######## keypad_debouncer ########
keypad_debouncer, placement by cell class:
Drawn at 6 px/um.
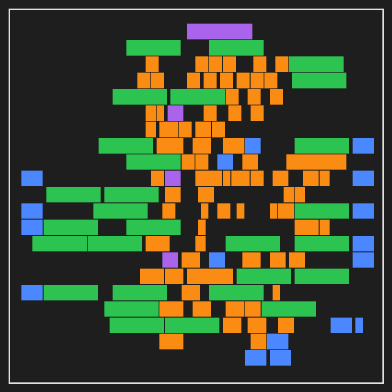

**src/rtl/keypad_debouncer.sv**
```systemverilog
// -----------------------------------------------------------------------------
// keypad_debouncer
//
// Debounces the four column lines of a scanned keypad. The raw pins are first
// brought into the clk domain through a two-flop synchronizer that runs on
// every clk. The debounce FSM, the candidate pattern and the stability counter
// only advance on clk edges where the scan-rate strobe `tick` is high. A new
// pattern must be seen on DEBOUNCE_TICKS consecutive ticks before it is
// accepted. The same rule applies before a release is accepted.
//
// Ports
//   clk        in   system clock (40 MHz)
//   nreset     in   asynchronous active-low reset
//   tick       in   one-clk-wide sample strobe from the scan-rate counter
//   col_raw    in   [3:0] raw column pins, active-high, asynchronous to clk
//   col_clean  out  [3:0] debounced column pattern for the scanner FSM
//   pressed    out  one-clk pulse when a press is accepted
//   released   out  one-clk pulse when a release is accepted
//   busy       out  high while a press or a release is being qualified
//
// Parameters
//   DEBOUNCE_TICKS  consecutive equal tick samples needed to accept a change
//                   (2..255)
// -----------------------------------------------------------------------------
module keypad_debouncer #(
    parameter int unsigned DEBOUNCE_TICKS = 4
) (
    input  logic       clk,
    input  logic       nreset,
    input  logic       tick,
    input  logic [3:0] col_raw,
    output logic [3:0] col_clean,
    output logic       pressed,
    output logic       released,
    output logic       busy
);

    typedef enum logic [1:0] {
        IDLE         = 2'd0,
        PRESS_WAIT   = 2'd1,
        HELD         = 2'd2,
        RELEASE_WAIT = 2'd3
    } state_e;

    // The count already holds the number of matching samples seen so far.
    // When it equals DEBOUNCE_TICKS-1, the current tick is the accepting one.
    // Comparing against this constant means cnt never has to hold
    // DEBOUNCE_TICKS itself, so it cannot overflow at the top of the range.
    localparam logic [7:0] CNT_LAST = 8'(DEBOUNCE_TICKS - 1);

    if (DEBOUNCE_TICKS < 2 || DEBOUNCE_TICKS > 255) begin : g_bad_param
        $error("keypad_debouncer: DEBOUNCE_TICKS must be in 2..255");
    end

    // -------------------------------------------------------------------------
    // Synchronizer: samples on every clk, independent of tick
    // -------------------------------------------------------------------------
    logic [3:0] sync_meta_d, sync_meta_q;
    logic [3:0] sync_d,      sync_q;

    always_comb begin
        sync_meta_d = col_raw;
        sync_d      = sync_meta_q;
    end

    // NOTE: flops use non-blocking assignments so every register samples the
    // pre-edge values; blocking here would let sync_q see this cycle's
    // sync_meta_q and collapse the two stages into one.
    always_ff @(posedge clk or negedge nreset) begin
        if (!nreset) begin
            sync_meta_q <= 4'b0000;
            sync_q      <= 4'b0000;
        end else begin
            sync_meta_q <= sync_meta_d;
            sync_q      <= sync_d;
        end
    end

    // -------------------------------------------------------------------------
    // Debounce FSM
    // -------------------------------------------------------------------------
    state_e     state_d,     state_q;
    logic [3:0] cand_d,      cand_q;
    logic [7:0] cnt_d,       cnt_q;
    logic [3:0] col_clean_d, col_clean_q;
    logic       pressed_d,   pressed_q;
    logic       released_d,  released_q;

    // NOTE: every signal this block drives gets a default before the case.
    // If any branch left one unassigned, synthesis would infer a latch.
    // The pulse defaults are 0, so pulses drop on the next clk even when no
    // tick arrives.
    always_comb begin
        state_d     = state_q;
        cand_d      = cand_q;
        cnt_d       = cnt_q;
        col_clean_d = col_clean_q;
        pressed_d   = 1'b0;
        released_d  = 1'b0;

        if (tick) begin
            case (state_q)
                IDLE: begin
                    if (sync_q != 4'b0000) begin
                        cand_d  = sync_q;
                        cnt_d   = 8'd1;
                        state_d = PRESS_WAIT;
                    end
                end

                PRESS_WAIT: begin
                    if (sync_q == cand_q) begin
                        if (cnt_q == CNT_LAST) begin
                            state_d     = HELD;
                            col_clean_d = cand_q;
                            pressed_d   = 1'b1;
                            cnt_d       = 8'd0;
                        end else begin
                            cnt_d = cnt_q + 8'd1;
                        end
                    end else if (sync_q == 4'b0000) begin
                        // Bounce back to all-open: abandon silently.
                        state_d = IDLE;
                        cnt_d   = 8'd0;
                    end else begin
                        // A different key combination: restart on it.
                        cand_d = sync_q;
                        cnt_d  = 8'd1;
                    end
                end

                HELD: begin
                    if (sync_q != cand_q) begin
                        state_d = RELEASE_WAIT;
                        cnt_d   = 8'd1;
                    end
                end

                RELEASE_WAIT: begin
                    if (sync_q == cand_q) begin
                        // The key came back: this was release bounce.
                        state_d = HELD;
                        cnt_d   = 8'd0;
                    end else if (cnt_q == CNT_LAST) begin
                        state_d     = IDLE;
                        col_clean_d = 4'b0000;
                        released_d  = 1'b1;
                        cnt_d       = 8'd0;
                    end else begin
                        // Any departure from cand counts toward release,
                        // including a different nonzero pattern.
                        cnt_d = cnt_q + 8'd1;
                    end
                end

                default: begin
                    state_d = IDLE;
                    cnt_d   = 8'd0;
                end
            endcase
        end
    end

    // NOTE: only control and datapath flops exist here, and all of them are
    // reset. Reset must drop the outputs immediately and must never produce a
    // pulse, which holds because the pulse flops are cleared like everything
    // else.
    always_ff @(posedge clk or negedge nreset) begin
        if (!nreset) begin
            state_q     <= IDLE;
            cand_q      <= 4'b0000;
            cnt_q       <= 8'd0;
            col_clean_q <= 4'b0000;
            pressed_q   <= 1'b0;
            released_q  <= 1'b0;
        end else begin
            state_q     <= state_d;
            cand_q      <= cand_d;
            cnt_q       <= cnt_d;
            col_clean_q <= col_clean_d;
            pressed_q   <= pressed_d;
            released_q  <= released_d;
        end
    end

    assign col_clean = col_clean_q;
    assign pressed   = pressed_q;
    assign released  = released_q;
    assign busy      = (state_q == PRESS_WAIT) || (state_q == RELEASE_WAIT);

`ifndef SYNTHESIS
    a_cnt_bound : assert property (@(posedge clk) disable iff (!nreset)
        cnt_q <= CNT_LAST);
    a_pulse_excl : assert property (@(posedge clk) disable iff (!nreset)
        !(pressed_q && released_q));
`endif

endmodule

```
**config.mk**
```make
export PLATFORM = sky130hd
export DESIGN_NAME = keypad_debouncer
export DESIGN_NICKNAME = d
export VERILOG_FILES = /design/src/rtl/keypad_debouncer.sv
export SDC_FILE = /design/constraint.sdc
export NUM_CORES = 1
export LEC_CHECK = 0
export ABC_AREA = 0
export CORE_MARGIN = 1
export CORE_UTILIZATION = 36
export CTS_CLUSTER_DIAMETER = 100
export DETAILED_ROUTE_END_ITERATION = 8
export PLACE_DENSITY = 0.59
export RECOVER_POWER = 25
export SLEW_MARGIN = 40
export SYNTH_ARGS = -nofsm -noshare
export SYNTH_HDL_FRONTEND = slang
export SYNTH_SLANG_ARGS = --single-unit
```
**constraint.sdc**
```tcl
create_clock -name clk -period 2.37 [get_ports clk]
set_clock_uncertainty 0.2 [all_clocks]
set_input_delay 0.3555 -clock clk [delete_from_list [all_inputs] [get_ports clk]]
set_output_delay 0.3555 -clock clk [all_outputs]
set_load 0.05 [all_outputs]
```
######## hack_exec_stage ########
### config.mk
export PLATFORM = sky130hd
export DESIGN_NAME = hack_exec_stage
export DESIGN_NICKNAME = d
export VERILOG_FILES = /design/src/rtl/hack_exec_stage.sv
export SDC_FILE = /design/constraint.sdc
export NUM_CORES = 1
export LEC_CHECK = 0
export CELL_PAD_IN_SITES_DETAIL_PLACEMENT = 0
export CELL_PAD_IN_SITES_GLOBAL_PLACEMENT = 1
export CORE_AREA = 2 2 133 135
export CTS_BUF_LIST = sky130_fd_sc_hd__clkbuf_4
export DETAILED_ROUTE_END_ITERATION = 8
export DIE_AREA = 0 0 135 137
export GPL_ROUTABILITY_DRIVEN = 1
export PLACE_DENSITY = 0.74
export SYNTH_ARGS = -nofsm -noshare
export SYNTH_HDL_FRONTEND = slang
export SYNTH_SLANG_ARGS = --single-unit
### constraint.sdc
create_clock -name clk -period 2 [get_ports clk]
set_clock_uncertainty 0.15 [all_clocks]
set_input_delay 0.3 -clock clk [delete_from_list [all_inputs] [get_ports clk]]
set_output_delay 0.3 -clock clk [all_outputs]
set_load 0.005 [all_outputs]
### src/rtl/hack_exec_stage.sv
// ============================================================================
// Module      : hack_exec_stage
// Description : Multi-cycle Hack CPU execute stage driving an external ALU.
// Revision    : 1.0 - initial release
// ============================================================================
`default_nettype none

module hack_exec_stage (
  input  logic        clk,
  input  logic        rst_n,
  input  logic        instr_valid,
  input  logic [15:0] instr,
  output logic        instr_ready,
  input  logic [15:0] inM,
  output logic [15:0] alu_x,
  output logic [15:0] alu_y,
  output logic [5:0]  alu_ctrl,
  input  logic [15:0] alu_out,
  input  logic        alu_zr,
  input  logic        alu_ng,
  output logic [15:0] outM,
  output logic        writeM,
  output logic [14:0] addressM,
  output logic [14:0] pc
);

  localparam logic [1:0] S_IDLE = 2'd0;
  localparam logic [1:0] S_EXEC = 2'd1;
  localparam logic [1:0] S_WB   = 2'd2;

  logic [1:0]  state_q, state_d;
  logic [15:0] a_q, d_q, ir_q, res_q;
  logic        res_zr_q, res_ng_q;
  logic [14:0] pc_q;
  logic [15:0] alu_x_q, alu_y_q;
  logic [5:0]  alu_ctrl_q;
  logic        transfer;
  logic        jump_taken;

  assign transfer   = instr_valid & instr_ready;
  assign jump_taken = (ir_q[2] & res_ng_q) | (ir_q[1] & res_zr_q) |
                      (ir_q[0] & ~res_zr_q & ~res_ng_q);

  always_ff @(posedge clk or negedge rst_n) begin
    if (!rst_n) begin
      state_q <= S_IDLE;
    end else begin
      state_q <= state_d;
    end
  end

  always_comb begin
    state_d = state_q;
    case (state_q)
      S_IDLE:  if (transfer && instr[15]) state_d = S_EXEC;
      S_EXEC:  state_d = S_WB;
      S_WB:    state_d = S_IDLE;
      default: state_d = S_IDLE;
    endcase
  end

  always_comb begin
    instr_ready = (state_q == S_IDLE);
    writeM      = (state_q == S_WB) & ir_q[3];
  end

  // Write-back uses the pre-update A for both the M address and the jump target.
  always_ff @(posedge clk or negedge rst_n) begin
    if (!rst_n) begin
      a_q        <= 16'd0;
      d_q        <= 16'd0;
      ir_q       <= 16'd0;
      res_q      <= 16'd0;
      res_zr_q   <= 1'b0;
      res_ng_q   <= 1'b0;
      pc_q       <= 15'd0;
      alu_x_q    <= 16'd0;
      alu_y_q    <= 16'd0;
      alu_ctrl_q <= 6'd0;
    end else begin
      case (state_q)
        S_IDLE: begin
          if (transfer) begin
            if (!instr[15]) begin
              a_q  <= instr;
              pc_q <= pc_q + 15'd1;
            end else begin
              ir_q       <= instr;
              alu_x_q    <= d_q;
              alu_y_q    <= instr[12] ? inM : a_q;
              alu_ctrl_q <= instr[11:6];
            end
          end
        end
        S_EXEC: begin
          res_q    <= alu_out;
          res_zr_q <= alu_zr;
          res_ng_q <= alu_ng;
        end
        S_WB: begin
          if (ir_q[5]) a_q <= res_q;
          if (ir_q[4]) d_q <= res_q;
          pc_q <= jump_taken ? a_q[14:0] : pc_q + 15'd1;
        end
        default: ;
      endcase
    end
  end

  assign alu_x    = alu_x_q;
  assign alu_y    = alu_y_q;
  assign alu_ctrl = alu_ctrl_q;
  assign outM     = res_q;
  assign addressM = a_q[14:0];
  assign pc       = pc_q;

endmodule

`default_nettype wire

==> notes/layouts.md <==
Pictures saved along the way, in no particular order.

Wires at chosen ports, followed through buffers.
(a)
Drawn at 2 px/um.
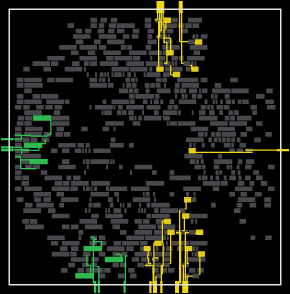
(b)
Drawn at 4 px/um.
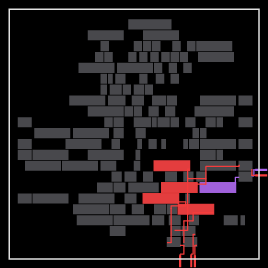
(a) is hack_exec_stage.
(b) is keypad_debouncer.
Of these, largest die: (a)

Key to (b):
| port | colour | direction | edge | end cells | buffers | wire |
|---|---|---|---|---|---|---|
| pressed | purple | output | right | 1 | 1 | 5.30 um |
| col_clean | red | output | 3 bottom, 1 right | 4 | 4 | 88.1 um |

keypad_debouncer, signal wires on met1:
Drawn at 8 px/um. Supply wires on this layer in grey.
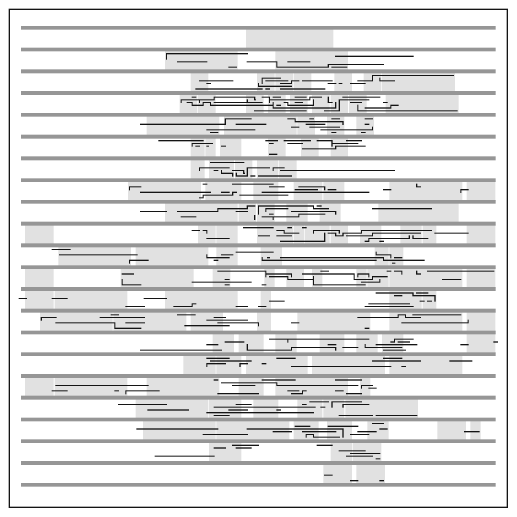
nets with wire on the layer: 117
share of all routed wire: 49%
main direction: horizontal
wire length on this layer: 1020 um
longest straight run: 14.3 um

Notes on 'placement by cell class' of keypad_debouncer above:
| class | colour | cells | share of their area |
|---|---|---|---|
| flip-flops | green | 28 | 48% |
| all other logic | orange | 75 | 38% |
| clock drivers and dummy loads | purple | 4 | 3.6% |
| other buffers and delay cells | blue | 17 | 11% |

==> notes.org, keypad_debouncer <==
#+TITLE: Synthesis and PnR summary

** Outcome
- The flow ran to the end, and the final reports show no timing, DRC or antenna violations.

** Setup path
- Required time reported for the critical path endpoint :: 1.81 ns
- Worst r2r dst :: col_clean[1]
- The critical path starts at state_q[0].
- In this run the number of cells on the critical path is 1.

** Final layout
- Non-clk bufs :: 17
- Most numerous logic cell after layout :: dfrtp_1
- Measured on the final layout, buffering overhead outside the clock network stands at 10.22%.

** Synthesis
- In this run the biggest area consumer among cell types represents 53.95% of the synthesized area.
- Biggest area consumer among synthesized cells :: dfrtp_1
- According to the Yosys statistics, the synthesized design has a chip area of 1299 um2.

** Drt
- The routed wirelength on the met1 layer is recorded as 1022 um.
- Antenna-violating nets left :: 0

** GRT
- First-pass GRT wire length :: 3477 um

** Place
- Total of buffers placed on input and output ports :: 13
- Detailed placement reports a standard cell area of 1481 um2.

** Clock tree
- TritonCTS clock tree :: done

** Hold path
- Looking at the hold checks, the worst path lands on sync_q[0].
[keypad_debouncer: cell families (layout without fill, tap and decap cells)]
family                   count (synthesis)  after routing  synth area share (%)
XOR/XNOR                                 5              5                 4.817
flip-flops                              28             28                 53.95
buffers and inverters                    8             23                 3.275
AND/OR/NAND/NOR                         29             29                 14.26
adder cells (fa/ha/maj)                  1              1                0.9632
multiplexers                             6              6                 5.106
AND-OR/OR-AND                           32             32                 17.63
[keypad_debouncer: registers in the layout, summed over array words and instances (netlist names), named ones only]
signal,count
cnt_q,8
cand_q,4
col_clean,4
sync_d,4
sync_q,4
pressed,1
released,1
state_q,1
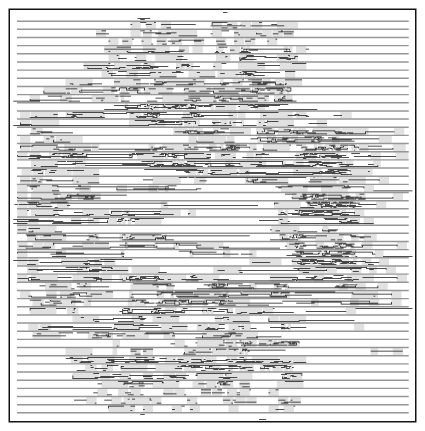
hack_exec_stage: signal wires on met1
Drawn at 3 px/um. Supply wires on this layer in grey.
share of all routed wire: 44%
nets with wire on the layer: 551
main direction: horizontal

==> notes.org, hack_exec_stage <==
#+TITLE: Synthesis and PnR summary

** Setup path
- Per STA, the endpoint of the critical path is addressM[12].
- Crit path launch type :: flop
- First element of the critical path :: a_q[12]
- On the critical path, the stage with the largest delay is an instance of clkdlybuf4s50_1.

** Floorplan
- Die Area :: 18500 um2
- Starting Density :: 29.39%

** Place
- Placed wire-length estimate after detailed placement :: 10170 um
- Worst slack at placement :: 0.008302 ns
- Cell Count Post-Placement :: 773

** Synthesis
- Primary FF master, synth :: dfrtp_1
- Cell total in the yosys stat output :: 427
- Yosys mapped a number of flops with a built-in enable equal to 0.
- After synthesis, the chip area reported by Yosys is 5012 um2.
- In the synthesized netlist, mux cells make up 19.52% of the area.

** Final layout
- The fraction of cell area in multi-input combinational cells is reported as 28.10%.
- For this run, the share of the core covered by cells in the final layout is 41.23%.
- After routing the design area is 7032 um2.
- In the final design, more cell area goes to sequential cells than to any other class.
- The non-clock inverters instantiated in the layout total 6.
- The net count of the finished layout is 629.

** Timing
- Setup repair after global routing left no endpoint under its margin.
- Worst-case hold slack :: 0.1218 ns

** GRT
- Residual overflow from global routing :: 0

** Power
- Total power normalized to cell area comes to 1124 nW/um2.

** Clock tree
- TritonCTS built the clock tree.

** Outcome
- The run finished with clean final reports.

** Drt
- Antenna-violating nets left :: 0
- Wire length after detailed routing :: 14000 um
==> hack_exec_stage: metal layers <==
layer | vias up | global-route usage, % | part of all wire, %
li1 | 1796 | - | -
met1 | 1916 | 20.55 | 44
met2 | 117 | 24.00 | 48
met3 | 13 | 4.259 | 6.4
met4 | 0 | 3.877 | 1.1
met5 | - | 0 | 0
==> hack_exec_stage: repair_timing <==
| item | CTS | global route |
|---|---|---|
| setup buffers | 7 | 8 |
| setup endpoints to repair | 13 | 15 |
| endpoints found under the hold margin | 111 | 0 |
| hold buffers | 1 | 0 |
| resized | 14 | 13 |


==> notes/layouts.md <==
Pictures saved along the way, in no particular order.

Local utilization.
shot_01.png
Drawn at 3 px/um. The die is cut into 14 by 14 equal tiles; dark blue is low, red is high, 0 to 100% covered.
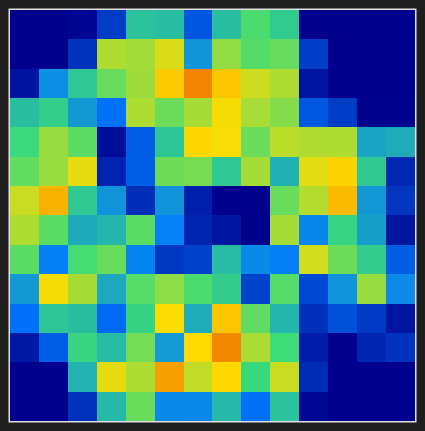
shot_02.png
Drawn at 6 px/um. The die is cut into 6 by 6 equal tiles; dark blue is low, red is high, 0 to 100% covered.
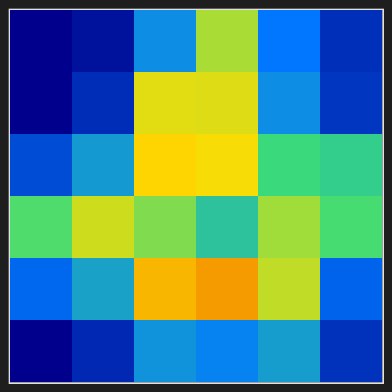
shot_01.png -> hack_exec_stage
shot_02.png -> keypad_debouncer
- largest die: shot_01.png

Key to shot_02.png:
tiles over 75% full: 8.3%
nearly empty tiles: 8.3%
fullest tile: 82%

Power and IR drop assume default switching activity.
